=== cc_serializer ===
### Sequential cells coloured by netlist name, cc_serializer

Scale: 8 px per micron. Other cells in grey.
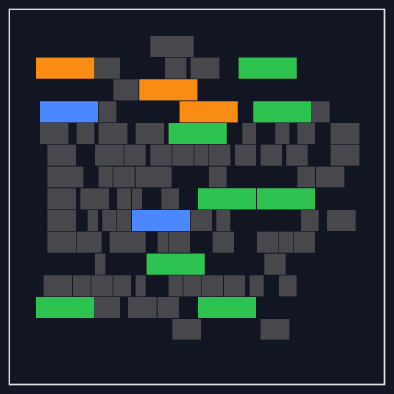

<file path="src/rtl/cc_serializer.sv">
`default_nettype none
// ============================================================================
// Module      : cc_serializer
// Description : Parallel-in/serial-out stage placed after the 8-bit 2:1 data
//               mux. A word is captured on a load request while idle, then
//               shifted out one bit per enabled cycle. A one-cycle done pulse
//               follows the last bit, and ready returns on the next cycle.
//
// Ports       : CC_SERIALIZER_CLOCK_50     - system clock, rising edge
//               CC_SERIALIZER_RESET_InHigh - synchronous reset, active-high
//               CC_SERIALIZER_data_InBUS   - parallel word from the mux
//               CC_SERIALIZER_load_In      - load request, honoured when ready
//               CC_SERIALIZER_enable_In    - consumer shift strobe
//               CC_SERIALIZER_ready_Out    - idle, a load is accepted now
//               CC_SERIALIZER_valid_Out    - serial_Out holds a live bit
//               CC_SERIALIZER_serial_Out   - current serial bit
//               CC_SERIALIZER_done_Out     - pulse after last bit consumed
//
// Revision    : 1.0 - initial release
// ============================================================================
module cc_serializer #(
    parameter int SERIALIZER_DATAWIDTH = 8,
    parameter bit SERIALIZER_LSBFIRST  = 1'b0
) (
    input  logic                            CC_SERIALIZER_CLOCK_50,
    input  logic                            CC_SERIALIZER_RESET_InHigh,
    input  logic [SERIALIZER_DATAWIDTH-1:0] CC_SERIALIZER_data_InBUS,
    input  logic                            CC_SERIALIZER_load_In,
    input  logic                            CC_SERIALIZER_enable_In,
    output logic                            CC_SERIALIZER_ready_Out,
    output logic                            CC_SERIALIZER_valid_Out,
    output logic                            CC_SERIALIZER_serial_Out,
    output logic                            CC_SERIALIZER_done_Out
);

    localparam int                c_CNTW = $clog2(SERIALIZER_DATAWIDTH);
    localparam logic [c_CNTW-1:0] c_LAST = c_CNTW'(SERIALIZER_DATAWIDTH - 1);
    localparam logic [c_CNTW-1:0] c_ONE  = c_CNTW'(1);

    typedef enum logic [1:0] {
        ST_IDLE  = 2'd0,
        ST_SHIFT = 2'd1,
        ST_DONE  = 2'd2
    } state_t;

    state_t                          state_q, state_d;
    logic [SERIALIZER_DATAWIDTH-1:0] shreg_q, shreg_d;
    logic [c_CNTW-1:0]               cnt_q,   cnt_d;

    // Shift direction and output tap depend only on the bit order, so they
    // are selected at elaboration time.
    logic [SERIALIZER_DATAWIDTH-1:0] w_shifted;
    logic                            w_outbit;

    generate
        if (SERIALIZER_LSBFIRST) begin : g_lsb_first
            assign w_shifted = {1'b0, shreg_q[SERIALIZER_DATAWIDTH-1:1]};
            assign w_outbit  = shreg_q[0];
        end else begin : g_msb_first
            assign w_shifted = {shreg_q[SERIALIZER_DATAWIDTH-2:0], 1'b0};
            assign w_outbit  = shreg_q[SERIALIZER_DATAWIDTH-1];
        end
    endgenerate

    always_ff @(posedge CC_SERIALIZER_CLOCK_50) begin
        if (CC_SERIALIZER_RESET_InHigh) begin
            state_q <= ST_IDLE;
            shreg_q <= '0;
            cnt_q   <= '0;
        end else begin
            state_q <= state_d;
            shreg_q <= shreg_d;
            cnt_q   <= cnt_d;
        end
    end

    always_comb begin
        state_d = state_q;
        shreg_d = shreg_q;
        cnt_d   = cnt_q;
        case (state_q)
            ST_IDLE: begin
                if (CC_SERIALIZER_load_In) begin
                    shreg_d = CC_SERIALIZER_data_InBUS;
                    cnt_d   = '0;
                    state_d = ST_SHIFT;
                end
            end
            ST_SHIFT: begin
                if (CC_SERIALIZER_enable_In) begin
                    // The last bit is consumed without shifting; the register
                    // content no longer matters once DONE is reached.
                    if (cnt_q == c_LAST) begin
                        state_d = ST_DONE;
                    end else begin
                        shreg_d = w_shifted;
                        cnt_d   = cnt_q + c_ONE;
                    end
                end
            end
            ST_DONE: begin
                state_d = ST_IDLE;
            end
            default: begin
                state_d = ST_IDLE;
            end
        endcase
    end

    // All outputs are pure decodes of registered state.
    assign CC_SERIALIZER_ready_Out  = (state_q == ST_IDLE);
    assign CC_SERIALIZER_valid_Out  = (state_q == ST_SHIFT);
    assign CC_SERIALIZER_done_Out   = (state_q == ST_DONE);
    assign CC_SERIALIZER_serial_Out = (state_q == ST_SHIFT) && w_outbit;

endmodule
`default_nettype wire

</file>
<file path="config.mk">
export PLATFORM = sky130hd
export DESIGN_NAME = cc_serializer
export DESIGN_NICKNAME = d
export VERILOG_FILES = /design/src/rtl/cc_serializer.sv
export SDC_FILE = /design/constraint.sdc
export NUM_CORES = 1
export LEC_CHECK = 0
export CAP_MARGIN = 20
export CORE_MARGIN = 3
export CORE_UTILIZATION = 40
export DETAILED_ROUTE_END_ITERATION = 10
export PLACE_DENSITY = 0.66
export SLEW_MARGIN = 20
export SYNTH_ARGS = -nofsm -noshare
export SYNTH_HDL_FRONTEND = slang
export SYNTH_SLANG_ARGS = --single-unit
</file>
<file path="constraint.sdc">
create_clock -name CC_SERIALIZER_CLOCK_50 -period 4.9 [get_ports CC_SERIALIZER_CLOCK_50]
set_clock_uncertainty 0.15 [all_clocks]
set_input_delay 0.735 -clock CC_SERIALIZER_CLOCK_50 [delete_from_list [all_inputs] [get_ports CC_SERIALIZER_CLOCK_50]]
set_output_delay 0.735 -clock CC_SERIALIZER_CLOCK_50 [all_outputs]
set_load 0.01 [all_outputs]
</file>
=== pwm_gen ===
$ cat src/rtl/pwm_pkg.sv
// Shared types and helpers for the PWM generator.
package pwm_pkg;

  // Run state of the PWM engine.
  typedef enum logic {
    DISABLED = 1'b0,
    RUN      = 1'b1
  } state_e;

  // Limit a requested high-time to the period length; anything longer means "always high".
  function automatic logic [31:0] clamp_duty(input logic [31:0] duty, input logic [31:0] period);
    return (duty > period) ? period : duty;
  endfunction

endpackage

$ cat src/rtl/edge_tick.sv
// Brings an asynchronous level into the clk domain and flags its rising edges.
module edge_tick (
  input  logic clk,
  input  logic rst,
  input  logic async_in,
  output logic tick
);

  logic sync1_q, sync2_q, hist_q;

  // Two-flop synchronizer followed by a history flop for edge detection.
  always_ff @(posedge clk) begin
    if (rst) begin
      sync1_q <= 1'b0;
      sync2_q <= 1'b0;
      hist_q  <= 1'b0;
    end else begin
      sync1_q <= async_in;
      sync2_q <= sync1_q;
      hist_q  <= sync2_q;
    end
  end

  assign tick = sync2_q & ~hist_q;

endmodule

$ cat src/rtl/pwm_gen.sv
// PWM generator: counts divClk rising edges and drives a duty-controlled waveform.
// New duty values are double-buffered and only take effect at a period boundary.
module pwm_gen
  import pwm_pkg::*;
#(
  parameter  int unsigned PERIOD = 256,
  localparam int unsigned DUTY_W = $clog2(PERIOD + 1)
) (
  input  logic              clk,
  input  logic              rst,
  input  logic              divClk,
  input  logic              enable,
  input  logic [DUTY_W-1:0] duty_in,
  input  logic              duty_valid,
  output logic              duty_ready,
  output logic              pwm_out,
  output logic              period_done
);

  localparam logic [DUTY_W-1:0] CntLast = DUTY_W'(PERIOD - 1);
  localparam logic [31:0]       PeriodW = 32'(PERIOD);

  logic tick;

  state_e            state_q, state_d;
  logic [DUTY_W-1:0] cnt_q, cnt_d;
  logic [DUTY_W-1:0] duty_active_q, duty_active_d;
  logic [DUTY_W-1:0] pending_q, pending_d;
  logic              pending_full_q, pending_full_d;
  logic              pwm_q, pwm_d;
  logic              period_done_q, period_done_d;

  logic running, wrap, xfer, apply;

  edge_tick u_edge_tick (
    .clk      (clk),
    .rst      (rst),
    .async_in (divClk),
    .tick     (tick)
  );

  // Dropping enable while running aborts the period immediately.
  assign running = (state_q == RUN) && enable;
  assign wrap    = running && tick && (cnt_q == CntLast);
  assign xfer    = duty_valid && !pending_full_q;
  // A value accepted in the wrap clk is not yet pending, so it waits for the next wrap.
  assign apply   = pending_full_q && (wrap || ((state_q == DISABLED) && enable));

  // Next-state for FSM, counter, waveform and duty double-buffer.
  always_comb begin
    state_d        = enable ? RUN : DISABLED;
    cnt_d          = cnt_q;
    duty_active_d  = duty_active_q;
    pending_d      = pending_q;
    pending_full_d = pending_full_q;
    pwm_d          = running && (cnt_q < duty_active_q);
    period_done_d  = wrap;

    if (!running) begin
      cnt_d = '0;
    end else if (tick) begin
      cnt_d = wrap ? '0 : cnt_q + DUTY_W'(1);
    end

    if (apply) begin
      duty_active_d  = pending_q;
      pending_full_d = 1'b0;
    end

    if (xfer) begin
      pending_d      = DUTY_W'(clamp_duty(32'(duty_in), PeriodW));
      pending_full_d = 1'b1;
    end
  end

  // State registers with synchronous reset.
  always_ff @(posedge clk) begin
    if (rst) begin
      state_q        <= DISABLED;
      cnt_q          <= '0;
      duty_active_q  <= '0;
      pending_q      <= '0;
      pending_full_q <= 1'b0;
      pwm_q          <= 1'b0;
      period_done_q  <= 1'b0;
    end else begin
      state_q        <= state_d;
      cnt_q          <= cnt_d;
      duty_active_q  <= duty_active_d;
      pending_q      <= pending_d;
      pending_full_q <= pending_full_d;
      pwm_q          <= pwm_d;
      period_done_q  <= period_done_d;
    end
  end

  assign duty_ready  = !pending_full_q;
  assign pwm_out     = pwm_q;
  assign period_done = period_done_q;

endmodule

$ cat config.mk
export PLATFORM = sky130hd
export DESIGN_NAME = pwm_gen
export DESIGN_NICKNAME = d
export VERILOG_FILES = /design/src/rtl/pwm_pkg.sv /design/src/rtl/edge_tick.sv /design/src/rtl/pwm_gen.sv
export SDC_FILE = /design/constraint.sdc
export NUM_CORES = 1
export LEC_CHECK = 0
export ABC_AREA = 1
export CORE_MARGIN = 1.5
export CORE_UTILIZATION = 55
export DETAILED_ROUTE_END_ITERATION = 7
export PLACE_DENSITY = 0.77
export SYNTH_ARGS = -nofsm -noshare
export SYNTH_HDL_FRONTEND = slang
export SYNTH_SLANG_ARGS = --single-unit
$ cat constraint.sdc
create_clock -name clk -period 1.8 [get_ports clk]
set_clock_uncertainty 0.05 [all_clocks]
set_input_delay 0.27 -clock clk [delete_from_list [all_inputs] [get_ports clk]]
set_output_delay 0.27 -clock clk [all_outputs]
set_load 0.03 [all_outputs]
### Drive-strength map, cc_serializer

Scale: 8 px per micron.
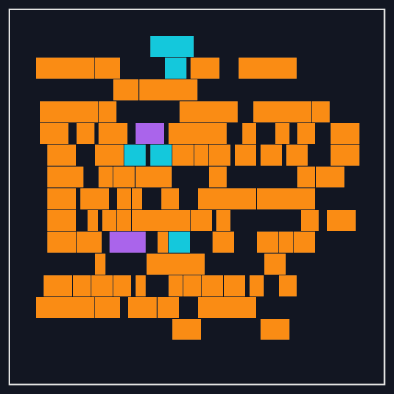
drive 2 -> purple  # cells 2, share 2.3%
drive 1 or less -> orange  # cells 79, share 92%
drive 3 to 4 -> cyan  # cells 5, share 5.8%

## Picture notes: 'Sequential cells coloured by netlist name' of cc_serializer
shreg_q -> green  # placed flops 8
cnt_q -> orange  # placed flops 3
state_q -> blue  # placed flops 2

==> results_slide.txt, cc_serializer <==
Implementation Results

Outcome
  – Status: completed

Yosys
  – Register share after synthesis: 39.25%
  – Number of enable flip-flop cells: 0
  – Ys Warns: 0
  – Most common cell in the synthesized netlist: a211oi_1

Min path
  – Hold depth: 1
  – Hold_sp: shreg_q[0]

Finish
  – ClkCell Share: 3.130%
  – Post-route cell area: 839.6 sq um
  – Share of cells above drive strength 1: 8.140%
  – Seq/total area: 31.00%
  – Clock buffers: 4
  – Post-route non-filler standard cell count: 102
  – Logic area: 367.9 sq um
  – Top Layout Cells: 15 x clkdlybuf4s50_1, 14 x a211oi_1, 13 x dfxtp_1
  – FILL cells: 145
  – Non-clock inverter count: 2
  – Final #Nets: 101
  – Most flop-heavy register: shreg_q
  – Final Util: 54.46%

Final timing
  – Slew Viols, Final: 0
  – Cycle use final: 57.99%
  – Slew Limit Headroom: 52.40%
  – Worst Tran Pin Value: 0.7131 ns
  – WHS: 0.3311 ns

Clock network
  – Root Buffer: clkbuf_4
  – Max Root-Sink Buffers: 2
  – Clock Latency Late Sink: 0.27 ns
  – CTS Buf Count: 3
  – Post-CTS setup buffers: 0

Global routing
  – Largest net degree at the start of global routing: 25
  – GRT Max-Usage Layer: met2
  – GRT met1 Usage: 18.37%
  – First-pass GRT wire length: 2056 microns
  – Met2 Use GR: 20.05%
  – Vias in the first global route: 466
  – GRT overflow: 0

Critical path
  – Slowest CP cell: dfxtp_1
  – Critical path arrival: 1.96 ns
  – Top Family by Delay on Critical Path: flip-flops
  – Critical Path Fanout Max: 24
  – CP Capture Point: CC_SERIALIZER_serial_Out
  – Nature of the critical path startpoint: flip-flop
  – Reg-to-Reg Start: state_q[0]
  – Kind of critical path: reg -> out

Detailed routing
  – DR vias: 550
  – DR pass1 iterations: 2
  – DR iter-0 viols: 2
  – Post-DRT Antenna Nets: 0

Die
  – FP Core Util: 43.02%
  – I/O pins: 16
  – Die footprint: 2182 sq um

Placement
  – Cell area after placement: 813.3 sq um

Job
  – Max-cap violations: 0

Power
  – Clock power share: 29.0%
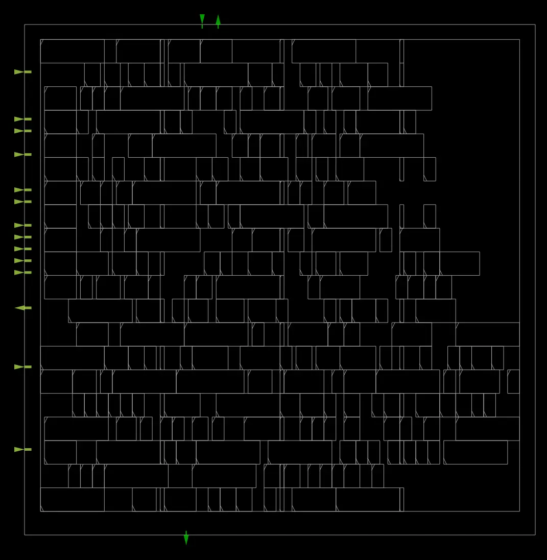
*Cell outlines without signal wires, pwm_gen*
Rows: 20
Seq/total area: 34.32%
FILL cells: 264
post-route non-filler standard cell count: 281
Well Taps: 33

==> results_slide.txt, pwm_gen <==
Implementation Results

Placement
  – Final Wtd Congestion: 0.8390
  – Placed cells: 273
  – IO Port Bufs: 16
  – Hpwl dp: 2172 microns

Critical path
  – Critical path arrival: 1.39 ns
  – Critical path origin: pending_full_q
  – Critical Path Stages: 2
  – R2R Setup Slk: 0.18 ns
  – Reg-to-Reg Start: cnt_q[0]
  – Critical Path Fanout Max: 2
  – WP buf/inv: 2
  – Slowest CP cell: clkdlybuf4s50_1

Yosys
  – Commonest flop: dfxtp_1
  – Floorplan Nets: 248
  – Yosys cell count: 225
  – Post-synthesis compound-gate area fraction: 14.73%
  – Number of enable flip-flop cells: 0
  – Top logic family: simple AND/OR/NAND/NOR gates
  – Synth top cells by count: 40 x nand2_1, 34 x dfxtp_1, 34 x inv_1
  – Synth area leader: dfxtp_1
  – Xor/xnor share: 0%
  – Flops after synth: 34

Power
  – Sequential share of power: 52.7%
  – Flip-flop and latch power: 800 uW
  – Largest power group: registers
  – Power Density: 765.5 nW/um^2
  – Leakage power: 0.0008263 uW
  – Clock power share: 34.2%
  – Switching Fraction: 25.11%

Finish
  – Non-clock inverter count: 36
  – Buffers, non-clock: 21
  – Comb/total area: 42.84%
  – Logic area: 849.6 sq um

Detailed routing
  – DR pass1 iterations: 4
  – Post-DRT Antenna Nets: 0
  – Via density: 4.986
  – Per-cell routed wire length: 10.25 microns
  – Total Routed Length: 2880 microns
  – Met2 WL: 1230 microns

Final timing
  – Maximum clock frequency: 586.3 MHz
  – Slew Limit Headroom: 72.64%
  – RSZ-0062 raised after global routing: no
  – Final setup margin: 0.09432 ns

Global routing
  – Vias in the first global route: 1200
  – Met3 GRT Util: 6.593%
  – GRT overflow: 0
  – Largest net degree at the start of global routing: 21
  – First-pass GRT wire length: 5078 microns
  – GRT met1 Usage: 27.51%

Die
  – CORE AREA: 3003 sq um
  – Die footprint: 3463 sq um
  – I/O pins: 17

Outcome
  – Status: completed

Clock network
  – CTS Buf Count: 5
  – Clock Latency Late Sink: 0.34 ns
  – Cts hold-fix bufs: 0
  – Post-CTS setup buffers: 0
  – Root Buffer: clkbuf_4
  – Number of gates resized after cts: 0
  – H-tree depth: 2
  – Max Root-Sink Buffers: 2

Job
  – Tool warnings: 26

Min path
  – WHS Endpoint: u_edge_tick.sync2_q
  – Hold depth: 2

==> gallery <==
Cells coloured by class.
panel A
Scale: 10 px per micron.
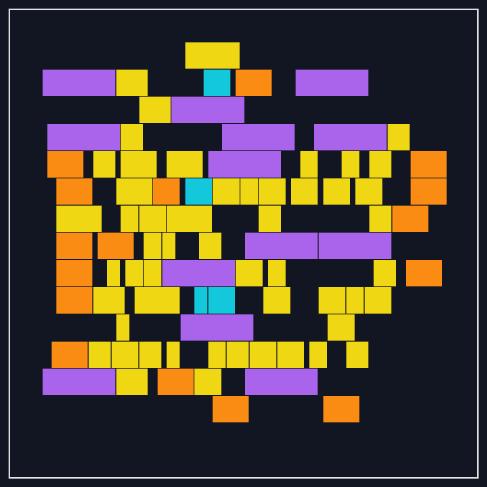
panel B
Scale: 8 px per micron.
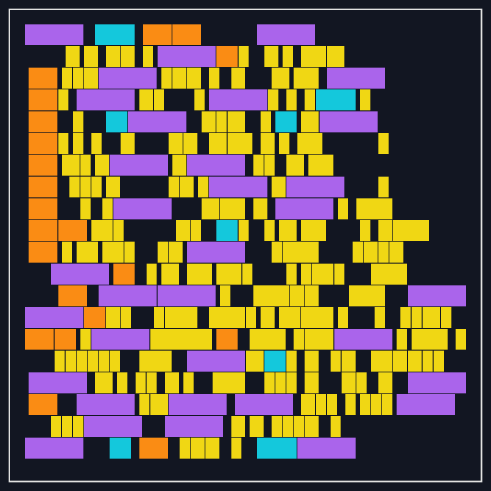
- largest die: panel B
- most sequential cells: panel B
Panel B is pwm_gen.
Panel A is cc_serializer.


=== encoder_seq_ctrl ===
### Cells coloured by class, encoder_seq_ctrl

Scale: 8 px per micron.
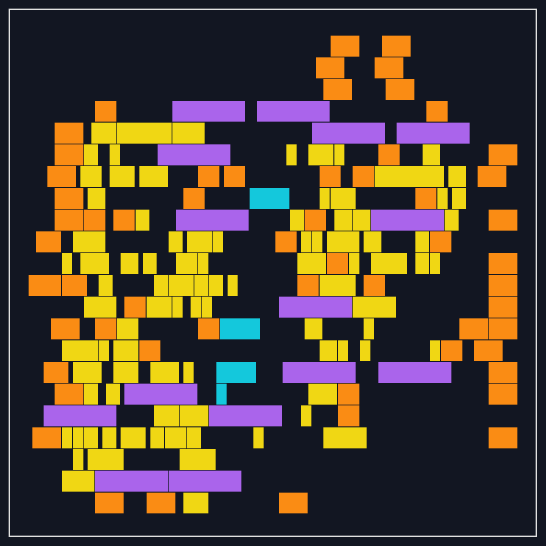

## src/rtl/encoder_seq_ctrl_pkg.sv

```systemverilog
// Shared encoding for the encoder sequencer: FSM states, lane geometry and a
// small helper that identifies the states that walk the lane counter.
package enc_pkg;

  localparam int LANES = 64;
  localparam int LIW   = 6;

  typedef enum logic [2:0] {
    ST_IDLE  = 3'd0,
    ST_INIT  = 3'd1,
    ST_LOAD  = 3'd2,
    ST_ROUND = 3'd3,
    ST_WRITE = 3'd4,
    ST_DONE  = 3'd5
  } state_e;

  // LOAD, ROUND and WRITE all sweep lanes 0..63 and honour hold.
  function automatic logic is_pass_state(input state_e st);
    logic res;
    case (st)
      ST_LOAD, ST_ROUND, ST_WRITE: res = 1'b1;
      default:                     res = 1'b0;
    endcase
    return res;
  endfunction

endpackage

```

## src/rtl/lane_idx_counter.sv

```systemverilog
// Lane index counter shared by the LOAD, ROUND and WRITE passes.
// Counts 0..64; carry marks the extra terminal cycle at 64, and clear wins over enable.
module lane_idx_counter
  import enc_pkg::*;
#(
  parameter int CW = 7
) (
  input  logic           clk,
  input  logic           rst,
  input  logic           clr_i,
  input  logic           en_i,
  output logic [LIW-1:0] idx_o,
  output logic           carry_o
);

  logic [CW-1:0] cnt_q;
  logic [CW-1:0] cnt_d;
  logic          carry_s;

  assign carry_s = (cnt_q == CW'(LANES));

  // Next count: clear first, then increment, never stepping past 64.
  always_comb begin
    cnt_d = cnt_q;
    if (clr_i) begin
      cnt_d = '0;
    end else if (en_i && !carry_s) begin
      cnt_d = cnt_q + CW'(1);
    end else begin
      cnt_d = cnt_q;
    end
  end

  // Count register.
  always_ff @(posedge clk or posedge rst) begin
    if (rst) begin
      cnt_q <= '0;
    end else begin
      cnt_q <= cnt_d;
    end
  end

  assign idx_o   = cnt_q[LIW-1:0];
  assign carry_o = carry_s;

endmodule

```

## src/rtl/encoder_seq_ctrl.sv

```systemverilog
// Job sequencer for the 64-lane encoder: LOAD 64 words, NR rounds of 64 lane
// steps, WRITE 64 words, then a one-cycle done pulse.
module encoder_seq_ctrl
  import enc_pkg::*;
#(
  parameter int NR = 24,
  parameter int RW = 5,
  parameter int CW = 7
) (
  input  logic           clk,
  input  logic           rst,
  input  logic           start,
  input  logic           soft_clr,
  input  logic           hold,
  output logic           ready,
  output logic           done,
  output logic           in_rd_en,
  output logic [LIW-1:0] in_addr,
  output logic           lane_en,
  output logic [LIW-1:0] lane_idx,
  output logic [RW-1:0]  round_idx,
  output logic           first_rnd,
  output logic           out_wr_en,
  output logic [LIW-1:0] out_addr
);

  state_e         state_q;
  state_e         state_d;
  logic [RW-1:0]  round_q;
  logic [RW-1:0]  round_d;
  logic           lane_clr_s;
  logic           lane_inc_s;
  logic           lane_carry_s;
  logic [LIW-1:0] lane_s;
  logic           step_ok_s;

  lane_idx_counter #(.CW(CW)) u_lane_cnt (
    .clk     (clk),
    .rst     (rst),
    .clr_i   (lane_clr_s),
    .en_i    (lane_inc_s),
    .idx_o   (lane_s),
    .carry_o (lane_carry_s)
  );

  // Next-state, round counter and lane counter control.
  always_comb begin
    state_d    = state_q;
    round_d    = round_q;
    lane_clr_s = 1'b0;
    lane_inc_s = 1'b0;
    if (soft_clr) begin
      state_d    = ST_IDLE;
      round_d    = '0;
      lane_clr_s = 1'b1;
    end else if (is_pass_state(state_q) && hold) begin
      state_d = state_q;
    end else begin
      case (state_q)
        ST_IDLE: begin
          if (start) state_d = ST_INIT;
          else       state_d = ST_IDLE;
        end
        ST_INIT: begin
          lane_clr_s = 1'b1;
          round_d    = '0;
          state_d    = ST_LOAD;
        end
        ST_LOAD: begin
          if (lane_carry_s) begin
            lane_clr_s = 1'b1;
            state_d    = ST_ROUND;
          end else begin
            lane_inc_s = 1'b1;
          end
        end
        ST_ROUND: begin
          if (!lane_carry_s) begin
            lane_inc_s = 1'b1;
          end else if (round_q == RW'(NR - 1)) begin
            lane_clr_s = 1'b1;
            round_d    = '0;
            state_d    = ST_WRITE;
          end else begin
            lane_clr_s = 1'b1;
            round_d    = round_q + RW'(1);
          end
        end
        ST_WRITE: begin
          if (lane_carry_s) begin
            lane_clr_s = 1'b1;
            state_d    = ST_DONE;
          end else begin
            lane_inc_s = 1'b1;
          end
        end
        ST_DONE: state_d = ST_IDLE;
        default: begin
          state_d    = ST_IDLE;
          round_d    = '0;
          lane_clr_s = 1'b1;
        end
      endcase
    end
  end

  // State and round registers.
  always_ff @(posedge clk or posedge rst) begin
    if (rst) begin
      state_q <= ST_IDLE;
      round_q <= '0;
    end else begin
      state_q <= state_d;
      round_q <= round_d;
    end
  end

  // Strobes come from registered state; hold and abort only suppress them.
  assign step_ok_s = !lane_carry_s && !hold && !soft_clr;

  assign ready     = (state_q == ST_IDLE);
  assign done      = (state_q == ST_DONE);
  assign in_rd_en  = (state_q == ST_LOAD)  && step_ok_s;
  assign lane_en   = (state_q == ST_ROUND) && step_ok_s;
  assign out_wr_en = (state_q == ST_WRITE) && step_ok_s;
  assign first_rnd = (state_q == ST_ROUND) && (round_q == '0);
  assign in_addr   = lane_s;
  assign lane_idx  = lane_s;
  assign out_addr  = lane_s;
  assign round_idx = round_q;

endmodule
```

## config.mk

```make
export PLATFORM = sky130hd
export DESIGN_NAME = encoder_seq_ctrl
export DESIGN_NICKNAME = d
export VERILOG_FILES = /design/src/rtl/encoder_seq_ctrl_pkg.sv /design/src/rtl/lane_idx_counter.sv /design/src/rtl/encoder_seq_ctrl.sv
export SDC_FILE = /design/constraint.sdc
export NUM_CORES = 1
export LEC_CHECK = 0
export CAP_MARGIN = 30
export CORE_MARGIN = 2
export CORE_UTILIZATION = 30
export DETAILED_ROUTE_END_ITERATION = 10
export SLEW_MARGIN = 20
export SYNTH_ARGS = -nofsm -noshare
export SYNTH_HDL_FRONTEND = slang
export SYNTH_HIERARCHICAL = 1
export SYNTH_SLANG_ARGS = --single-unit
```

## constraint.sdc

```tcl
create_clock -name clk -period 2.2 [get_ports clk]
set_input_delay 0.44 -clock clk [delete_from_list [all_inputs] [get_ports clk]]
set_output_delay 0.44 -clock clk [all_outputs]
set_load 0.005 [all_outputs]
```

=== demux_sweep_ctrl_flat ===
**config.mk**
```make
export PLATFORM = sky130hd
export DESIGN_NAME = demux_sweep_ctrl_flat
export DESIGN_NICKNAME = d
export VERILOG_FILES = /design/src/rtl/demux_sweep_ctrl_pkg.sv /design/src/rtl/demux_sweep_ctrl_if.sv /design/src/rtl/demux_pulse_timer.sv /design/src/rtl/demux_sweep_ctrl.sv /design/src/flat_wrapper.sv
export SDC_FILE = /design/constraint.sdc
export NUM_CORES = 1
export LEC_CHECK = 0
export CAP_MARGIN = 10
export CORE_MARGIN = 4
export CORE_UTILIZATION = 40
export CTS_BUF_LIST = sky130_fd_sc_hd__clkbuf_16
export DETAILED_ROUTE_END_ITERATION = 6
export PLACE_DENSITY = 0.67
export SLEW_MARGIN = 40
export SYNTH_ARGS = -nofsm -noshare
export SYNTH_HDL_FRONTEND = slang
export SYNTH_SLANG_ARGS = --single-unit
```
**constraint.sdc**
```tcl
create_clock -name clk -period 2.1 [get_ports clk]
set_input_delay 0.21 -clock clk [delete_from_list [all_inputs] [get_ports clk]]
set_output_delay 0.21 -clock clk [all_outputs]
set_load 0.05 [all_outputs]
```
**src/rtl/demux_sweep_ctrl_pkg.sv**
```systemverilog
// demux_sweep_ctrl_pkg
// Shared definitions for the demux sweep controller: the FSM state encoding
// and the mode constants. The FSM and the host both use the mode constants.
// No ports.
package demux_sweep_ctrl_pkg;

  typedef enum logic [1:0] {
    ST_IDLE  = 2'd0,
    ST_SETUP = 2'd1,
    ST_PULSE = 2'd2,
    ST_GAP   = 2'd3
  } state_t;

  localparam logic MODE_SWEEP  = 1'b0;
  localparam logic MODE_SINGLE = 1'b1;

endpackage

```
**src/rtl/demux_sweep_ctrl_if.sv**
```systemverilog
// demux_sweep_ctrl_if
// Groups the request and demux-drive signals of the sweep controller.
// Signals:
//   start, mode, dest, ch_ready : host/destination side -> controller
//   sel_o, data_o               : controller -> demux sel/data
//   busy, done, err             : controller status -> host
// Modports: master (host side), slave (controller side).
interface demux_sweep_ctrl_if #(
  parameter int N     = 8,
  parameter int SEL_W = 3
);
  logic             start;
  logic             mode;
  logic [SEL_W-1:0] dest;
  logic [N-1:0]     ch_ready;
  logic [SEL_W-1:0] sel_o;
  logic             data_o;
  logic             busy;
  logic             done;
  logic             err;

  modport master (
    output start, mode, dest, ch_ready,
    input  sel_o, data_o, busy, done, err
  );

  modport slave (
    input  start, mode, dest, ch_ready,
    output sel_o, data_o, busy, done, err
  );
endinterface

```
**src/rtl/demux_pulse_timer.sv**
```systemverilog
// demux_pulse_timer
// Loadable down-counter with a zero flag. The controller uses it to time
// both the PULSE and GAP phases.
// Ports:
//   clk, rst_n : clock, asynchronous active-low reset (count clears to 0)
//   load       : load load_val this cycle (has priority over dec)
//   load_val   : value to load
//   dec        : decrement by one; it holds at zero
//   zero       : count is zero
module demux_pulse_timer #(
  parameter int CNT_W = 8
) (
  input  logic             clk,
  input  logic             rst_n,
  input  logic             load,
  input  logic [CNT_W-1:0] load_val,
  input  logic             dec,
  output logic             zero
);

  logic [CNT_W-1:0] cnt_q, cnt_d;

  always_comb begin
    cnt_d = cnt_q;
    if (load) begin
      cnt_d = load_val;
    end else if (dec && (cnt_q != '0)) begin
      cnt_d = cnt_q - 1'b1;
    end
  end

  always_ff @(posedge clk or negedge rst_n) begin
    if (!rst_n) begin
      cnt_q <= '0;
    end else begin
      cnt_q <= cnt_d;
    end
  end

  assign zero = (cnt_q == '0);

endmodule

```
**src/rtl/demux_sweep_ctrl.sv**
```systemverilog
// demux_sweep_ctrl
// Drives the sel/data inputs of a 1xN demux so that each selected output
// gets a PULSE_LEN-cycle data pulse followed by a GAP_LEN-cycle low gap.
// The controller waits for the channel's ready signal before each pulse.
// Mode 0 sweeps channels 0..N-1. Mode 1 pulses the single channel given by dest.
// Ports:
//   clk, rst_n : clock, asynchronous active-low reset
//   bus        : demux_sweep_ctrl_if.slave (start/mode/dest/ch_ready in,
//                sel_o/data_o/busy/done/err out, all outputs registered)
// Optional feature macro: DEMUX_SWEEP_CONTINUOUS_EN
//   When defined, a mode-0 sweep wraps from N-1 back to 0 and pulses done
//   at each wrap. A start while busy then acts as a stop request that takes
//   effect at the end of the current channel's gap.
module demux_sweep_ctrl
  import demux_sweep_ctrl_pkg::*;
#(
  parameter int N         = 8,
  parameter int SEL_W     = 3,
  parameter int PULSE_LEN = 4,
  parameter int GAP_LEN   = 4,
  parameter int CNT_W     = 8
) (
  input  logic                clk,
  input  logic                rst_n,
  demux_sweep_ctrl_if.slave   bus
);

  localparam logic [CNT_W-1:0] PULSE_LOAD = CNT_W'(PULSE_LEN - 1);
  localparam logic [CNT_W-1:0] GAP_LOAD   = CNT_W'(GAP_LEN - 1);
  localparam logic [SEL_W-1:0] LAST_SEL   = SEL_W'(N - 1);
  localparam logic [SEL_W:0]   N_EXT      = (SEL_W + 1)'(N);

  state_t           state_q, state_d;
  logic [SEL_W-1:0] sel_q, sel_d;
  logic             mode_q, mode_d;
  logic             data_q, data_d;
  logic             busy_q, busy_d;
  logic             done_q, done_d;
  logic             err_q, err_d;

  logic             tmr_load;
  logic [CNT_W-1:0] tmr_val;
  logic             tmr_dec;
  logic             tmr_zero;

`ifdef DEMUX_SWEEP_CONTINUOUS_EN
  logic stop_q, stop_d;
  logic stop_now;
`endif

  demux_pulse_timer #(.CNT_W(CNT_W)) u_timer (
    .clk      (clk),
    .rst_n    (rst_n),
    .load     (tmr_load),
    .load_val (tmr_val),
    .dec      (tmr_dec),
    .zero     (tmr_zero)
  );

  always_comb begin
    state_d  = state_q;
    sel_d    = sel_q;
    mode_d   = mode_q;
    done_d   = 1'b0;
    err_d    = 1'b0;
    tmr_load = 1'b0;
    tmr_val  = PULSE_LOAD;
    tmr_dec  = 1'b0;
`ifdef DEMUX_SWEEP_CONTINUOUS_EN
    // A stop request that arrives on the last gap cycle still counts.
    // Otherwise it is held until the gap ends.
    stop_now = stop_q | (bus.start & (mode_q == MODE_SWEEP));
    stop_d   = (state_q == ST_IDLE) ? 1'b0 : stop_now;
`endif

    case (state_q)
      ST_IDLE: begin
        if (bus.start) begin
          if (bus.mode == MODE_SWEEP) begin
            mode_d  = MODE_SWEEP;
            sel_d   = '0;
            state_d = ST_SETUP;
          end else if ({1'b0, bus.dest} < N_EXT) begin
            mode_d  = MODE_SINGLE;
            sel_d   = bus.dest;
            state_d = ST_SETUP;
          end else begin
            // An illegal destination leaves sel_o untouched.
            err_d = 1'b1;
          end
        end
      end

      ST_SETUP: begin
        if (bus.ch_ready[sel_q]) begin
          tmr_load = 1'b1;
          tmr_val  = PULSE_LOAD;
          state_d  = ST_PULSE;
        end
      end

      ST_PULSE: begin
        if (tmr_zero) begin
          tmr_load = 1'b1;
          tmr_val  = GAP_LOAD;
          state_d  = ST_GAP;
        end else begin
          tmr_dec = 1'b1;
        end
      end

      ST_GAP: begin
        if (tmr_zero) begin
`ifdef DEMUX_SWEEP_CONTINUOUS_EN
          if ((mode_q == MODE_SWEEP) && !stop_now) begin
            state_d = ST_SETUP;
            if (sel_q == LAST_SEL) begin
              sel_d  = '0;
              done_d = 1'b1;
            end else begin
              sel_d = sel_q + 1'b1;
            end
          end else begin
            state_d = ST_IDLE;
            done_d  = 1'b1;
          end
`else
          if ((mode_q == MODE_SWEEP) && (sel_q != LAST_SEL)) begin
            sel_d   = sel_q + 1'b1;
            state_d = ST_SETUP;
          end else begin
            state_d = ST_IDLE;
            done_d  = 1'b1;
          end
`endif
        end else begin
          tmr_dec = 1'b1;
        end
      end

      default: state_d = ST_IDLE;
    endcase

    // data_o and busy are decoded from the next state.
    // This keeps both outputs registered and glitch-free.
    data_d = (state_d == ST_PULSE);
    busy_d = (state_d != ST_IDLE);
  end

  always_ff @(posedge clk or negedge rst_n) begin
    if (!rst_n) begin
      state_q <= ST_IDLE;
      sel_q   <= '0;
      mode_q  <= MODE_SWEEP;
      data_q  <= 1'b0;
      busy_q  <= 1'b0;
      done_q  <= 1'b0;
      err_q   <= 1'b0;
    end else begin
      state_q <= state_d;
      sel_q   <= sel_d;
      mode_q  <= mode_d;
      data_q  <= data_d;
      busy_q  <= busy_d;
      done_q  <= done_d;
      err_q   <= err_d;
    end
  end

`ifdef DEMUX_SWEEP_CONTINUOUS_EN
  always_ff @(posedge clk or negedge rst_n) begin
    if (!rst_n) begin
      stop_q <= 1'b0;
    end else begin
      stop_q <= stop_d;
    end
  end
`endif

  assign bus.sel_o  = sel_q;
  assign bus.data_o = data_q;
  assign bus.busy   = busy_q;
  assign bus.done   = done_q;
  assign bus.err    = err_q;

endmodule

```
**src/flat_wrapper.sv**
```systemverilog
// flat-port wrapper written by rule: the top's interface ports become plain ports
module demux_sweep_ctrl_flat import demux_sweep_ctrl_pkg::*;
#(
  parameter int N         = 8,
  parameter int SEL_W     = 3,
  parameter int PULSE_LEN = 4,
  parameter int GAP_LEN   = 4,
  parameter int CNT_W     = 8
)
  (clk, rst_n, bus_start, bus_mode, bus_dest, bus_ch_ready, bus_sel_o, bus_data_o, bus_busy, bus_done, bus_err);
  demux_sweep_ctrl_if #(.N(N), .SEL_W(SEL_W)) bus_i ();
  input  logic clk;
  input  logic rst_n;
  input wire logic [$bits(bus_i.start)-1:0] bus_start;
  input wire logic [$bits(bus_i.mode)-1:0] bus_mode;
  input wire logic [$bits(bus_i.dest)-1:0] bus_dest;
  input wire logic [$bits(bus_i.ch_ready)-1:0] bus_ch_ready;
  output wire logic [$bits(bus_i.sel_o)-1:0] bus_sel_o;
  output wire logic [$bits(bus_i.data_o)-1:0] bus_data_o;
  output wire logic [$bits(bus_i.busy)-1:0] bus_busy;
  output wire logic [$bits(bus_i.done)-1:0] bus_done;
  output wire logic [$bits(bus_i.err)-1:0] bus_err;
  assign bus_i.start = bus_start;
  assign bus_i.mode = bus_mode;
  assign bus_i.dest = bus_dest;
  assign bus_i.ch_ready = bus_ch_ready;
  assign bus_sel_o = bus_i.sel_o;
  assign bus_data_o = bus_i.data_o;
  assign bus_busy = bus_i.busy;
  assign bus_done = bus_i.done;
  assign bus_err = bus_i.err;
  demux_sweep_ctrl #(.N(N), .SEL_W(SEL_W), .PULSE_LEN(PULSE_LEN), .GAP_LEN(GAP_LEN), .CNT_W(CNT_W)) u_core (.clk(clk), .rst_n(rst_n), .bus(bus_i));
endmodule
```
=== multicycle_control_fsm ===
$ cat src/rtl/multicycle_control_fsm.sv
// ---------------------------------------------------------------------------
// multicycle_control_fsm
//
// Main control sequencer for the 16-bit multi-cycle CPU. Each instruction
// is stepped through FETCH/DECODE/EXEC/MEM/WB. The state is registered.
// Datapath strobes and mux selects are decoded combinationally from the
// current state and opcode.
//
// Ports:
//   clk            system clock, rising edge
//   reset          synchronous, active-high; gates every write/request strobe
//   opcode[3:0]    IR[15:12], valid from DECODE onward
//   mem_ready      memory completes the current mem_read/mem_write this cycle
//   ALUOp[1:0]     00 addr/PC add, 01 BEQ compare, 10 R funct, 11 I opcode
//   alu_src_a      0=PC, 1=reg A
//   alu_src_b[1:0] 00=reg B, 01=const 2, 10=sext imm, 11=sext imm<<1
//   iord           memory address select: 0=PC, 1=ALUOut
//   mem_read       memory read request
//   mem_write      memory write request
//   ir_write       load IR
//   pc_write       unconditional PC load
//   pc_write_cond  PC load if ALU zero
//   pc_src[1:0]    00=ALU result, 01=ALUOut, 10=jump target
//   reg_write      register file write
//   reg_dst        1=rd (R-format), 0=rt
//   mem_to_reg     1=memory data, 0=ALUOut
//   illegal        sticky, an undefined opcode was decoded
//   halted         FSM is in HALT
//   state[2:0]     current state, debug
//   retired        saturating retired-instruction count
// ---------------------------------------------------------------------------
module multicycle_control_fsm #(
    parameter int RETIRE_W = 16
) (
    input  logic                clk,
    input  logic                reset,
    input  logic [3:0]          opcode,
    input  logic                mem_ready,
    output logic [1:0]          ALUOp,
    output logic                alu_src_a,
    output logic [1:0]          alu_src_b,
    output logic                iord,
    output logic                mem_read,
    output logic                mem_write,
    output logic                ir_write,
    output logic                pc_write,
    output logic                pc_write_cond,
    output logic [1:0]          pc_src,
    output logic                reg_write,
    output logic                reg_dst,
    output logic                mem_to_reg,
    output logic                illegal,
    output logic                halted,
    output logic [2:0]          state,
    output logic [RETIRE_W-1:0] retired
);

    typedef enum logic [2:0] {
        S_FETCH  = 3'd0,
        S_DECODE = 3'd1,
        S_EXEC   = 3'd2,
        S_MEM    = 3'd3,
        S_WB     = 3'd4,
        S_HALT   = 3'd5
    } state_t;

    state_t cur;
    state_t nxt;
    logic   retire_now;
    logic   set_illegal;

    logic is_r, is_lw, is_sw, is_beq, is_j, is_imm, is_halt, is_legal;

    assign is_r     = (opcode == 4'b0000);
    assign is_lw    = (opcode == 4'b0100);
    assign is_sw    = (opcode == 4'b0101);
    assign is_beq   = (opcode == 4'b0110);
    assign is_j     = (opcode == 4'b0111);
    assign is_imm   = (opcode == 4'b1001) || (opcode == 4'b1010) ||
                      (opcode == 4'b1011) || (opcode == 4'b0010);
    assign is_halt  = (opcode == 4'b1111);
    assign is_legal = is_r || is_lw || is_sw || is_beq || is_j || is_imm || is_halt;

    always_comb begin
        nxt           = cur;
        retire_now    = 1'b0;
        set_illegal   = 1'b0;
        ALUOp         = 2'b00;
        alu_src_a     = 1'b0;
        alu_src_b     = 2'b00;
        iord          = 1'b0;
        mem_read      = 1'b0;
        mem_write     = 1'b0;
        ir_write      = 1'b0;
        pc_write      = 1'b0;
        pc_write_cond = 1'b0;
        pc_src        = 2'b00;
        reg_write     = 1'b0;
        reg_dst       = 1'b0;
        mem_to_reg    = 1'b0;

        case (cur)
            S_FETCH: begin
                mem_read  = 1'b1;
                alu_src_b = 2'b01;
                if (mem_ready) begin
                    ir_write = 1'b1;
                    pc_write = 1'b1;
                    nxt      = S_DECODE;
                end
            end
            S_DECODE: begin
                // Branch target is precomputed here into ALUOut.
                alu_src_b = 2'b11;
                if (is_j) begin
                    pc_write   = 1'b1;
                    pc_src     = 2'b10;
                    retire_now = 1'b1;
                    nxt        = S_FETCH;
                end else if (is_halt) begin
                    retire_now = 1'b1;
                    nxt        = S_HALT;
                end else if (!is_legal) begin
                    set_illegal = 1'b1;
                    nxt         = S_HALT;
                end else begin
                    nxt = S_EXEC;
                end
            end
            S_EXEC: begin
                alu_src_a = 1'b1;
                if (is_r) begin
                    ALUOp = 2'b10;
                    nxt   = S_WB;
                end else if (is_imm) begin
                    alu_src_b = 2'b10;
                    ALUOp     = 2'b11;
                    nxt       = S_WB;
                end else if (is_lw || is_sw) begin
                    alu_src_b = 2'b10;
                    nxt       = S_MEM;
                end else if (is_beq) begin
                    ALUOp         = 2'b01;
                    pc_write_cond = 1'b1;
                    pc_src        = 2'b01;
                    retire_now    = 1'b1;
                    nxt           = S_FETCH;
                end else begin
                    // Opcode changed under us; abandon the instruction.
                    nxt = S_FETCH;
                end
            end
            S_MEM: begin
                iord = 1'b1;
                if (is_lw) begin
                    mem_read = 1'b1;
                    if (mem_ready) nxt = S_WB;
                end else if (is_sw) begin
                    mem_write = 1'b1;
                    if (mem_ready) begin
                        retire_now = 1'b1;
                        nxt        = S_FETCH;
                    end
                end else begin
                    nxt = S_FETCH;
                end
            end
            S_WB: begin
                reg_write  = 1'b1;
                reg_dst    = is_r;
                mem_to_reg = is_lw;
                retire_now = 1'b1;
                nxt        = S_FETCH;
            end
            S_HALT: begin
                nxt = S_HALT;
            end
            default: begin
                nxt = S_FETCH;
            end
        endcase

        // Reset aborts the instruction: nothing may be written or requested.
        if (reset) begin
            mem_read      = 1'b0;
            mem_write     = 1'b0;
            ir_write      = 1'b0;
            pc_write      = 1'b0;
            pc_write_cond = 1'b0;
            reg_write     = 1'b0;
            retire_now    = 1'b0;
            set_illegal   = 1'b0;
        end
    end

    always_ff @(posedge clk) begin
        if (reset) begin
            cur     <= S_FETCH;
            retired <= '0;
            illegal <= 1'b0;
        end else begin
            cur <= nxt;
            if (retire_now && (retired != {RETIRE_W{1'b1}}))
                retired <= retired + RETIRE_W'(1);
            if (set_illegal)
                illegal <= 1'b1;
        end
    end

    assign state  = cur;
    assign halted = (cur == S_HALT);

endmodule

$ cat config.mk
export PLATFORM = sky130hd
export DESIGN_NAME = multicycle_control_fsm
export DESIGN_NICKNAME = d
export VERILOG_FILES = /design/src/rtl/multicycle_control_fsm.sv
export SDC_FILE = /design/constraint.sdc
export NUM_CORES = 1
export LEC_CHECK = 0
export ABC_AREA = 1
export CAP_MARGIN = 0
export CORE_MARGIN = 5
export CORE_UTILIZATION = 49
export CTS_CLUSTER_DIAMETER = 50
export DETAILED_ROUTE_END_ITERATION = 10
export PLACE_DENSITY = 0.82
export RECOVER_POWER = 50
export SYNTH_ARGS = -nofsm -noshare
export SYNTH_HDL_FRONTEND = slang
export SYNTH_SLANG_ARGS = --single-unit
export TNS_END_PERCENT = 50
$ cat constraint.sdc
create_clock -name clk -period 2.8 [get_ports clk]
set_input_delay 0.28 -clock clk [delete_from_list [all_inputs] [get_ports clk]]
set_output_delay 0.28 -clock clk [all_outputs]
set_load 0.05 [all_outputs]
=== rank_sched ===
**config.mk**
```make
export PLATFORM = sky130hd
export DESIGN_NAME = rank_sched
export DESIGN_NICKNAME = d
export VERILOG_FILES = /design/src/rtl/rank_sched.sv
export SDC_FILE = /design/constraint.sdc
export NUM_CORES = 1
export LEC_CHECK = 0
export ABC_AREA = 1
export ABC_CLOCK_PERIOD_IN_PS = 2400
export CAP_MARGIN = 40
export CORE_AREA = 2 2 79 81
export CTS_BUF_LIST = sky130_fd_sc_hd__clkbuf_16
export CTS_CLUSTER_SIZE = 12
export DETAILED_ROUTE_END_ITERATION = 8
export DIE_AREA = 0 0 81 83
export GPL_TIMING_DRIVEN = 0
export PLACE_DENSITY = 0.82
export SKIP_LAST_GASP = 1
export SLEW_MARGIN = 20
export SYNTH_ARGS = -nofsm -noshare
export SYNTH_HDL_FRONTEND = slang
export SYNTH_SLANG_ARGS = --single-unit
```
**constraint.sdc**
```tcl
create_clock -name clk -period 2.4 [get_ports clk]
set_input_delay 0.24 -clock clk [delete_from_list [all_inputs] [get_ports clk]]
set_output_delay 0.24 -clock clk [all_outputs]
set_load 0.03 [all_outputs]
```
**src/rtl/rank_sched.sv**
```systemverilog
// PageRank run scheduler: sequences num_iter PE iterations, then one top-10 sort.
// Latency: 3 cycles per iteration plus 2 for the sort; the wait states are bounded by a TIMEOUT-cycle watchdog.
// Backpressure: iter_go and sort_go are single-cycle launches, and abort cancels the run on the next edge.
module rank_sched #(
    parameter int N       = 64,
    parameter int TIMEOUT = 1024
) (
    input  logic         clk,
    input  logic         reset,
    input  logic         start,
    input  logic         abort,
    input  logic [7:0]   num_iter,
    input  logic [N-1:0] pe_done,
    input  logic         sort_done,
    output logic         iter_go,
    output logic         sort_go,
    output logic [7:0]   iter_count,
    output logic         busy,
    output logic         result_valid,
    output logic         error
);

    typedef enum logic [2:0] {
        IDLE,
        LAUNCH,
        WAIT_PE,
        SORT,
        WAIT_SORT,
        ERR
    } state_t;

    localparam logic [15:0] WAIT_LIMIT = 16'(TIMEOUT - 1);

    state_t      state, state_nxt;
    logic [7:0]  num_lat;
    logic [15:0] wait_cnt;
    logic        accept;
    logic        pe_cmpl;
    logic        sort_cmpl;
    logic        timed_out;

    always_ff @(posedge clk or posedge reset) begin
        if (reset) begin
            state <= IDLE;
        end else begin
            state <= state_nxt;
        end
    end

    // wait_cnt == 0 marks the guard cycle, so a done level left over from the last iteration is skipped
    always_comb begin
        accept    = (state == IDLE || state == ERR) && start && !abort;
        pe_cmpl   = (state == WAIT_PE) && (wait_cnt != 16'd0) && (&pe_done);
        sort_cmpl = (state == WAIT_SORT) && sort_done;
        timed_out = (wait_cnt == WAIT_LIMIT);
        iter_go   = (state == LAUNCH);
        sort_go   = (state == SORT);
        busy      = (state != IDLE) && (state != ERR);
        state_nxt = state;
        if (abort) begin
            state_nxt = IDLE;
        end else begin
            case (state)
                IDLE, ERR: if (start) state_nxt = LAUNCH;
                LAUNCH:    state_nxt = WAIT_PE;
                WAIT_PE: begin
                    if (pe_cmpl) begin
                        state_nxt = (iter_count + 8'd1 < num_lat) ? LAUNCH : SORT;
                    end else if (timed_out) begin
                        state_nxt = ERR;
                    end
                end
                SORT:      state_nxt = WAIT_SORT;
                WAIT_SORT: begin
                    if (sort_cmpl) begin
                        state_nxt = IDLE;
                    end else if (timed_out) begin
                        state_nxt = ERR;
                    end
                end
                default:   state_nxt = IDLE;
            endcase
        end
    end

    always_ff @(posedge clk or posedge reset) begin
        if (reset) begin
            num_lat      <= 8'd0;
            iter_count   <= 8'd0;
            wait_cnt     <= 16'd0;
            result_valid <= 1'b0;
            error        <= 1'b0;
        end else begin
            // Only LAUNCH and SORT lead into the wait states, so this clears on every entry
            wait_cnt <= (state == WAIT_PE || state == WAIT_SORT) ? wait_cnt + 16'd1 : 16'd0;
            if (accept) begin
                num_lat      <= (num_iter == 8'd0) ? 8'd1 : num_iter;
                iter_count   <= 8'd0;
                result_valid <= 1'b0;
                error        <= 1'b0;
            end
            if (abort) begin
                result_valid <= 1'b0;
                if (state == ERR) error <= 1'b0;
            end else begin
                if (pe_cmpl) iter_count <= iter_count + 8'd1;
                if (sort_cmpl) result_valid <= 1'b1;
                if (state_nxt == ERR && state != ERR) error <= 1'b1;
            end
        end
    end

endmodule

```
### Signal wires on met3, encoder_seq_ctrl

Scale: 4 px per micron. Cells faint in the background.
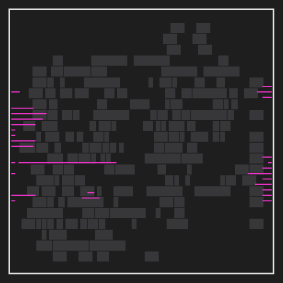
wire length on this layer = 109 microns
longest straight run = 24.1 microns

About 'Cells coloured by class' of encoder_seq_ctrl:
clock drivers and dummy loads -> cyan  # cells 4
all other logic -> yellow  # cells 92
other buffers and delay cells -> orange  # cells 57
flip-flops -> purple  # cells 15

==> results_slide.txt, encoder_seq_ctrl <==
Implementation Results

Critical path
  – Critical Path Fanout Max: 2
  – Critical path origin: u_lane_cnt/cnt_q[0]
  – Slowest CP cell: dfrtp_1
  – R2R Setup Slk: 0.08 ns
  – Kind of critical path: reg -> out
  – WP buf/inv: 2

Job
  – Max-cap violations: 0

Yosys
  – Top logic family: simple AND/OR/NAND/NOR gates
  – Yosys stat area: 1142 sq um
  – Syn Inst Count: 128
  – Floorplan Nets: 137
  – Post-synthesis mux area share: 4.053%
  – Most common cell in the synthesized netlist: buf_4
  – Number of enable flip-flop cells: 0
  – Register share after synthesis: 32.86%
  – Commonest flop: dfrtp_1

Finish
  – Max reg flops: 7
  – Share of cells above drive strength 1: 25.60%
  – Logic area: 611.8 sq um
  – Non-clock inverter count: 10
  – Largest cell class by area: combinational gates
  – Buffers, non-clock: 57

Die
  – FP Core Util: 31.20%
  – Well Taps: 48

Outcome
  – Status: completed

Final timing
  – Final setup margin: 0.07116 ns
  – Hold Vio Cnt, Final: 0
  – Final setup viols: 0
  – Slew Viols, Final: 0

Detailed routing
  – Via density: 4.917
  – Metal3 WL: 109 microns
  – DR vias: 1062
  – Total Routed Length: 2849 microns

Power
  – Tot Pwr: 634.0 uW
  – Comb pwr share: 19.9%
  – Combinational Power: 126 uW
  – Cell-internal power: 472.9 uW

Placement
  – Dpl ws: -0.1622 ns
  – IO Port Bufs: 33
  – Placed cells: 209
  – Final Wtd Congestion: 0.8466
  – Cell area after placement: 1543 sq um

Global routing
  – Met2 Use GR: 24.62%
  – GRT met1 Usage: 16.47%
  – GRT overflow: 0
  – GRT Overall Usage: 13.89%

Clock network
  – Sink Count: 15
  – Cts hold-fix bufs: 0
  – H-tree depth: 1
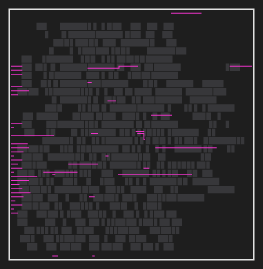
*Signal wires on met3, rank_sched*
Scale: 3 px per micron. Cells faint in the background.
share of all routed wire = 4.0%
longest straight run = 24.4 microns
nets with wire on the layer = 39
main direction = horizontal
wire length on this layer = 228 microns

==> results_slide.txt, rank_sched <==
Implementation Results

Outcome
  – Status: completed

Clock network
  – Number of gates resized after cts: 0
  – Worst-path clk slew: 0.06 ns

Global routing
  – GRT met1 Usage: 20.76%
  – Met2 Use GR: 31.48%
  – Met3 GRT Util: 4.239%

Finish
  – Final Util: 61.36%
  – Flop count: 37
  – Top Layout Cells: 89 x clkdlybuf4s50_1, 79 x nand2_1, 47 x inv_1, 47 x nor2_1, 35 x dfrtp_1
  – Non-clock buffering overhead: 26.37%
  – Top flop regs: wait_cnt (16), iter_count (8), num_lat (8)
  – Share of cells above drive strength 1: 8.768%

Final timing
  – Final setup viols: 0
  – WHS: 0.1917 ns
  – Crit path time final: 2.242 ns
  – Total Neg Setup Slack: 0 ns
  – Slew Viols, Final: 0

Die
  – FP Core Util: 40.83%
  – Rows: 28

Yosys
  – Top-area cell type share of the netlist area: 38.99%
  – Simple-Gate Area Share: 32.56%
  – Ys Warns: 0
  – Synth top cells by count: 79 x nand2_1, 48 x inv_1, 47 x nor2_1
  – Netlist Area Pre-Place: 2375 sq um
  – Post-synthesis mux area share: 0%
  – Top area cell types: dfrtp_1 39%, nand2_1 12%, inv_1 7.6%
  – Xor/xnor share: 3.319%
  – Synth Area in Adders: 5.269%

Critical path
  – Critical Path Fanout Max: 6
  – R2R Setup Slk: 0.16 ns
  – Reg-to-Reg Start: iter_count[0]
  – Slowest CP cell: dfrtp_2
  – Nature of the critical path startpoint: flip-flop

Power
  – Switching Fraction: 23.33%
  – Cell-internal power: 1319 uW
  – Flip-flop and latch power: 675 uW

Detailed routing
  – Met2 WL: 2989 microns
  – DR pass1 iterations: 4
  – Per-cell routed wire length: 11.53 microns
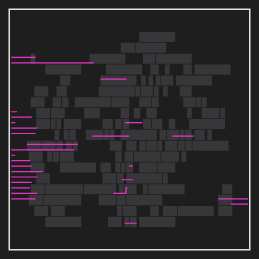
*Signal wires on met3, demux_sweep_ctrl_flat*
Scale: 4 px per micron. Cells faint in the background.
main direction = horizontal
share of all routed wire = 7.5%

==> results_slide.txt, demux_sweep_ctrl_flat <==
Implementation Results

Critical path
  – RR Endpoint: u_core.bus.busy
  – WP data required: 2.23 ns
  – Critical Path Stages: 7
  – Reg-to-Reg Start: u_core.u_timer.cnt_q[0]
  – Critical Path Fanout Max: 5
  – Nature of the critical path startpoint: flip-flop

Power
  – Combinational Power: 79.4 uW
  – Clock net power: 389 uW

Final timing
  – Final clock skew: 0.001313 ns
  – Crit path time final: 1.951 ns

Outcome
  – Status: completed

Detailed routing
  – DRC: 0

Yosys
  – Simple-Gate Area Share: 18.20%
  – Xor/xnor share: 4.901%
  – Top logic family: simple AND/OR/NAND/NOR gates

Job
  – Max-cap violations: 0

Die
  – Rows: 18
  – Well Taps: 30

Finish
  – Non-clock buffering overhead: 16.34%
  – Synth-to-Final Area Change: 31.39%
  – Final Util: 55.85%
  – Post-route non-filler standard cell count: 164
  – ClkCell Share: 5.684%

Global routing
  – Met2 Use GR: 22.53%
  – GRT met1 Usage: 17.54%
  – Largest net degree at the start of global routing: 18
  – GRT Max-Usage Layer: met2
  – Vias in the first global route: 870

Min path
  – Hold WC Path Type: in -> async

Clock network
  – Worst-path clk slew: 0.05 ns
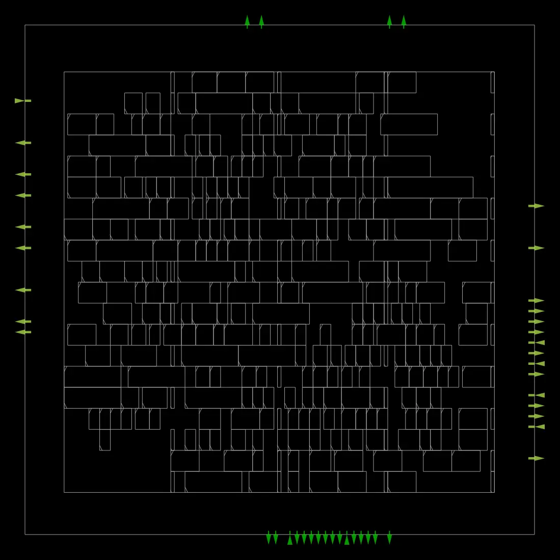
*Cell outlines without signal wires, multicycle_control_fsm*
post-route non-filler standard cell count: 320
Seq/total area: 20.15%
flop count: 20
Final Util: 65.62%

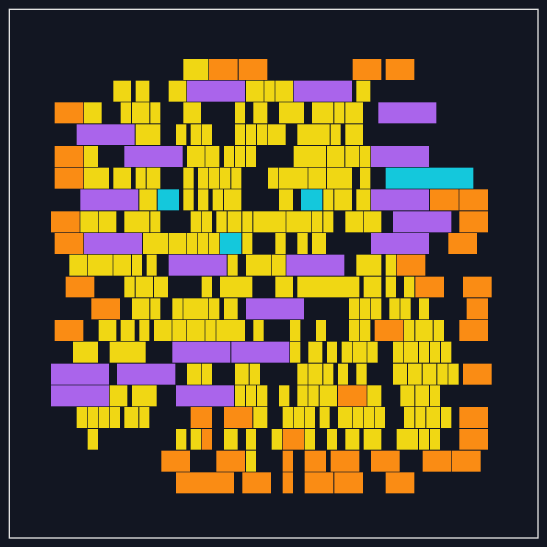
*Cells coloured by class, multicycle_control_fsm*
Scale: 8 px per micron.
clock drivers and dummy loads -> cyan  # cells 4
other buffers and delay cells -> orange  # cells 44
flip-flops -> purple  # cells 20
all other logic -> yellow  # cells 208

==> results_slide.txt, multicycle_control_fsm <==
Implementation Results

Min path
  – Hold WC Path Type: reg -> reg
  – Hold depth: 2

Finish
  – Logic area: 955.9 sq um
  – Synth-to-Final Area Change: 29.74%
  – Largest cell class by area: combinational gates
  – ClkCell Share: 2.645%
  – Most flop-heavy register: retired
  – FF/Latch Area: 400.4 sq um
  – Buffers, non-clock: 44

Final timing
  – Maximum clock frequency: 397.5 MHz
  – Slew Limit Headroom: 43.38%
  – Total Neg Setup Slack: 0 ns
  – Worst Tran Pin Value: 0.8469 ns
  – Crit path time final: 2.516 ns

Power
  – Max VDD drop: 302.0 uV
  – Leakage power: 0.0007822 uW
  – Cell-internal power: 503.3 uW
  – Comb pwr share: 29.7%
  – Sequential share of power: 39.1%
  – Flip-flop and latch power: 301 uW

Detailed routing
  – Metal3 WL: 312 microns
  – DR iter-0 viols: 129
  – DRC: 0
  – Per-cell routed wire length: 12.70 microns

Critical path
  – Critical path origin: opcode[3]
  – Nature of the critical path startpoint: input pin
  – Largest stage delay, worst path: 0.79 ns
  – Worst Reg2Reg Path Length in Cells: 9
  – WP data required: 2.52 ns
  – Critical path arrival: 2.24 ns
  – Worst Setup End Kind: output port
  – Critical Path Stages: 7

Yosys
  – Post-synthesis mux area share: 0%
  – Synth top cells by count: 53 x nand2_1, 34 x nor2_1, 24 x inv_1
  – Flops after synth: 20
  – Xor/xnor share: 4.575%
  – Ys Warns: 0
  – Most common cell in the synthesized netlist: nand2_1
  – Top area cell types: dfxtp_1 26%, nand2_1 13%, nor2_1 8.3%

Clock network
  – H-tree depth: 1
  – Root Buffer: clkbuf_4
  – CTS tree: built

Global routing
  – GRT overflow: 0
  – GRT Max-Usage Layer: met2
  – Vias in the first global route: 1562
  – Initial antenna violation count: 0
  – Met2 Use GR: 34.54%

Die
  – Well Taps: 44
  – Die footprint: 4343 sq um

Placement
  – Final Wtd Congestion: 0.8455

Job
  – Max-cap violations: 0

Outcome
  – Status: completed


==> notes/layouts.md <==
Pictures saved along the way, in no particular order.

Sequential cells coloured by netlist name.
image #1
Scale: 4 px per micron. Other sequential cells in the stronger grey, the rest of the logic in the fainter grey.
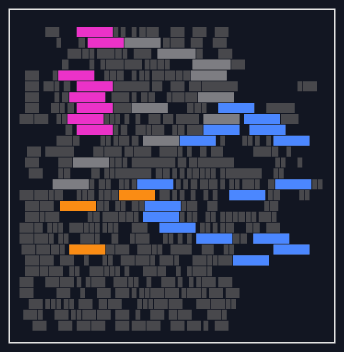
image #2
Scale: 6 px per micron. Other sequential cells in the stronger grey, the rest of the logic in the fainter grey.
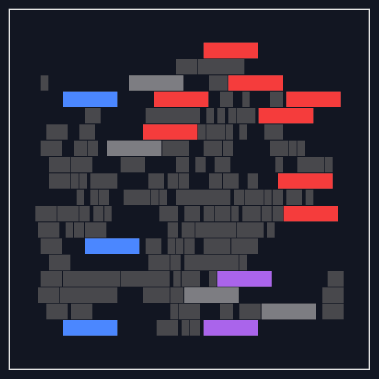
image #3
Scale: 6 px per micron. Other cells in grey.
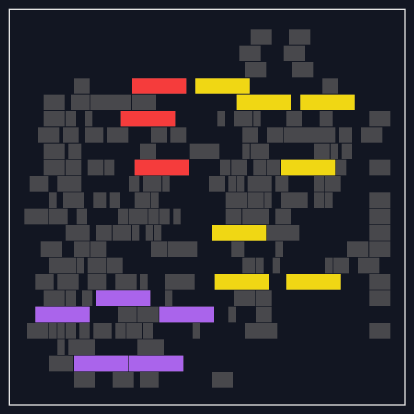
image #4
Scale: 6 px per micron. Other sequential cells in the stronger grey, the rest of the logic in the fainter grey.
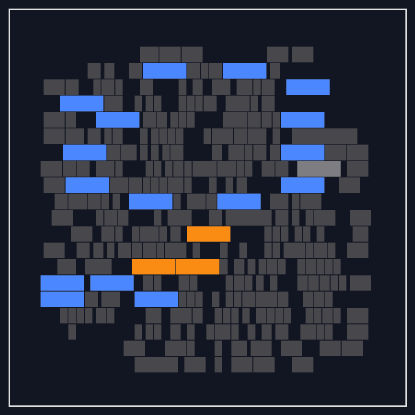
| from | picture |
|---|---|
| encoder_seq_ctrl | image #3 |
| rank_sched | image #1 |
| multicycle_control_fsm | image #4 |
| demux_sweep_ctrl_flat | image #2 |
- largest die: image #1


==> notes/layouts.md <==
Pictures saved along the way, in no particular order.

Signal wires on met3.
Plate I
Scale: 6 px per micron. Cells faint in the background.
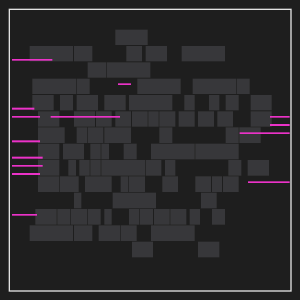
Plate II
Scale: 4 px per micron. Cells faint in the background.
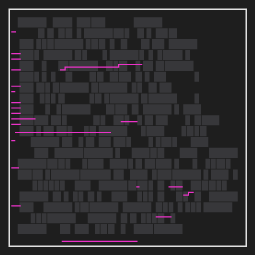
Plate III
Scale: 4 px per micron. Cells faint in the background.
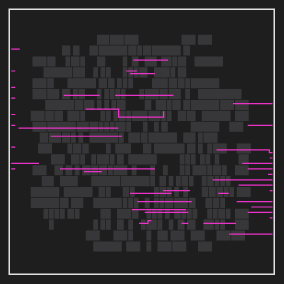
- smallest die: Plate I
multicycle_control_fsm -> Plate III
pwm_gen -> Plate II
cc_serializer -> Plate I

Power and IR drop assume default switching activity.
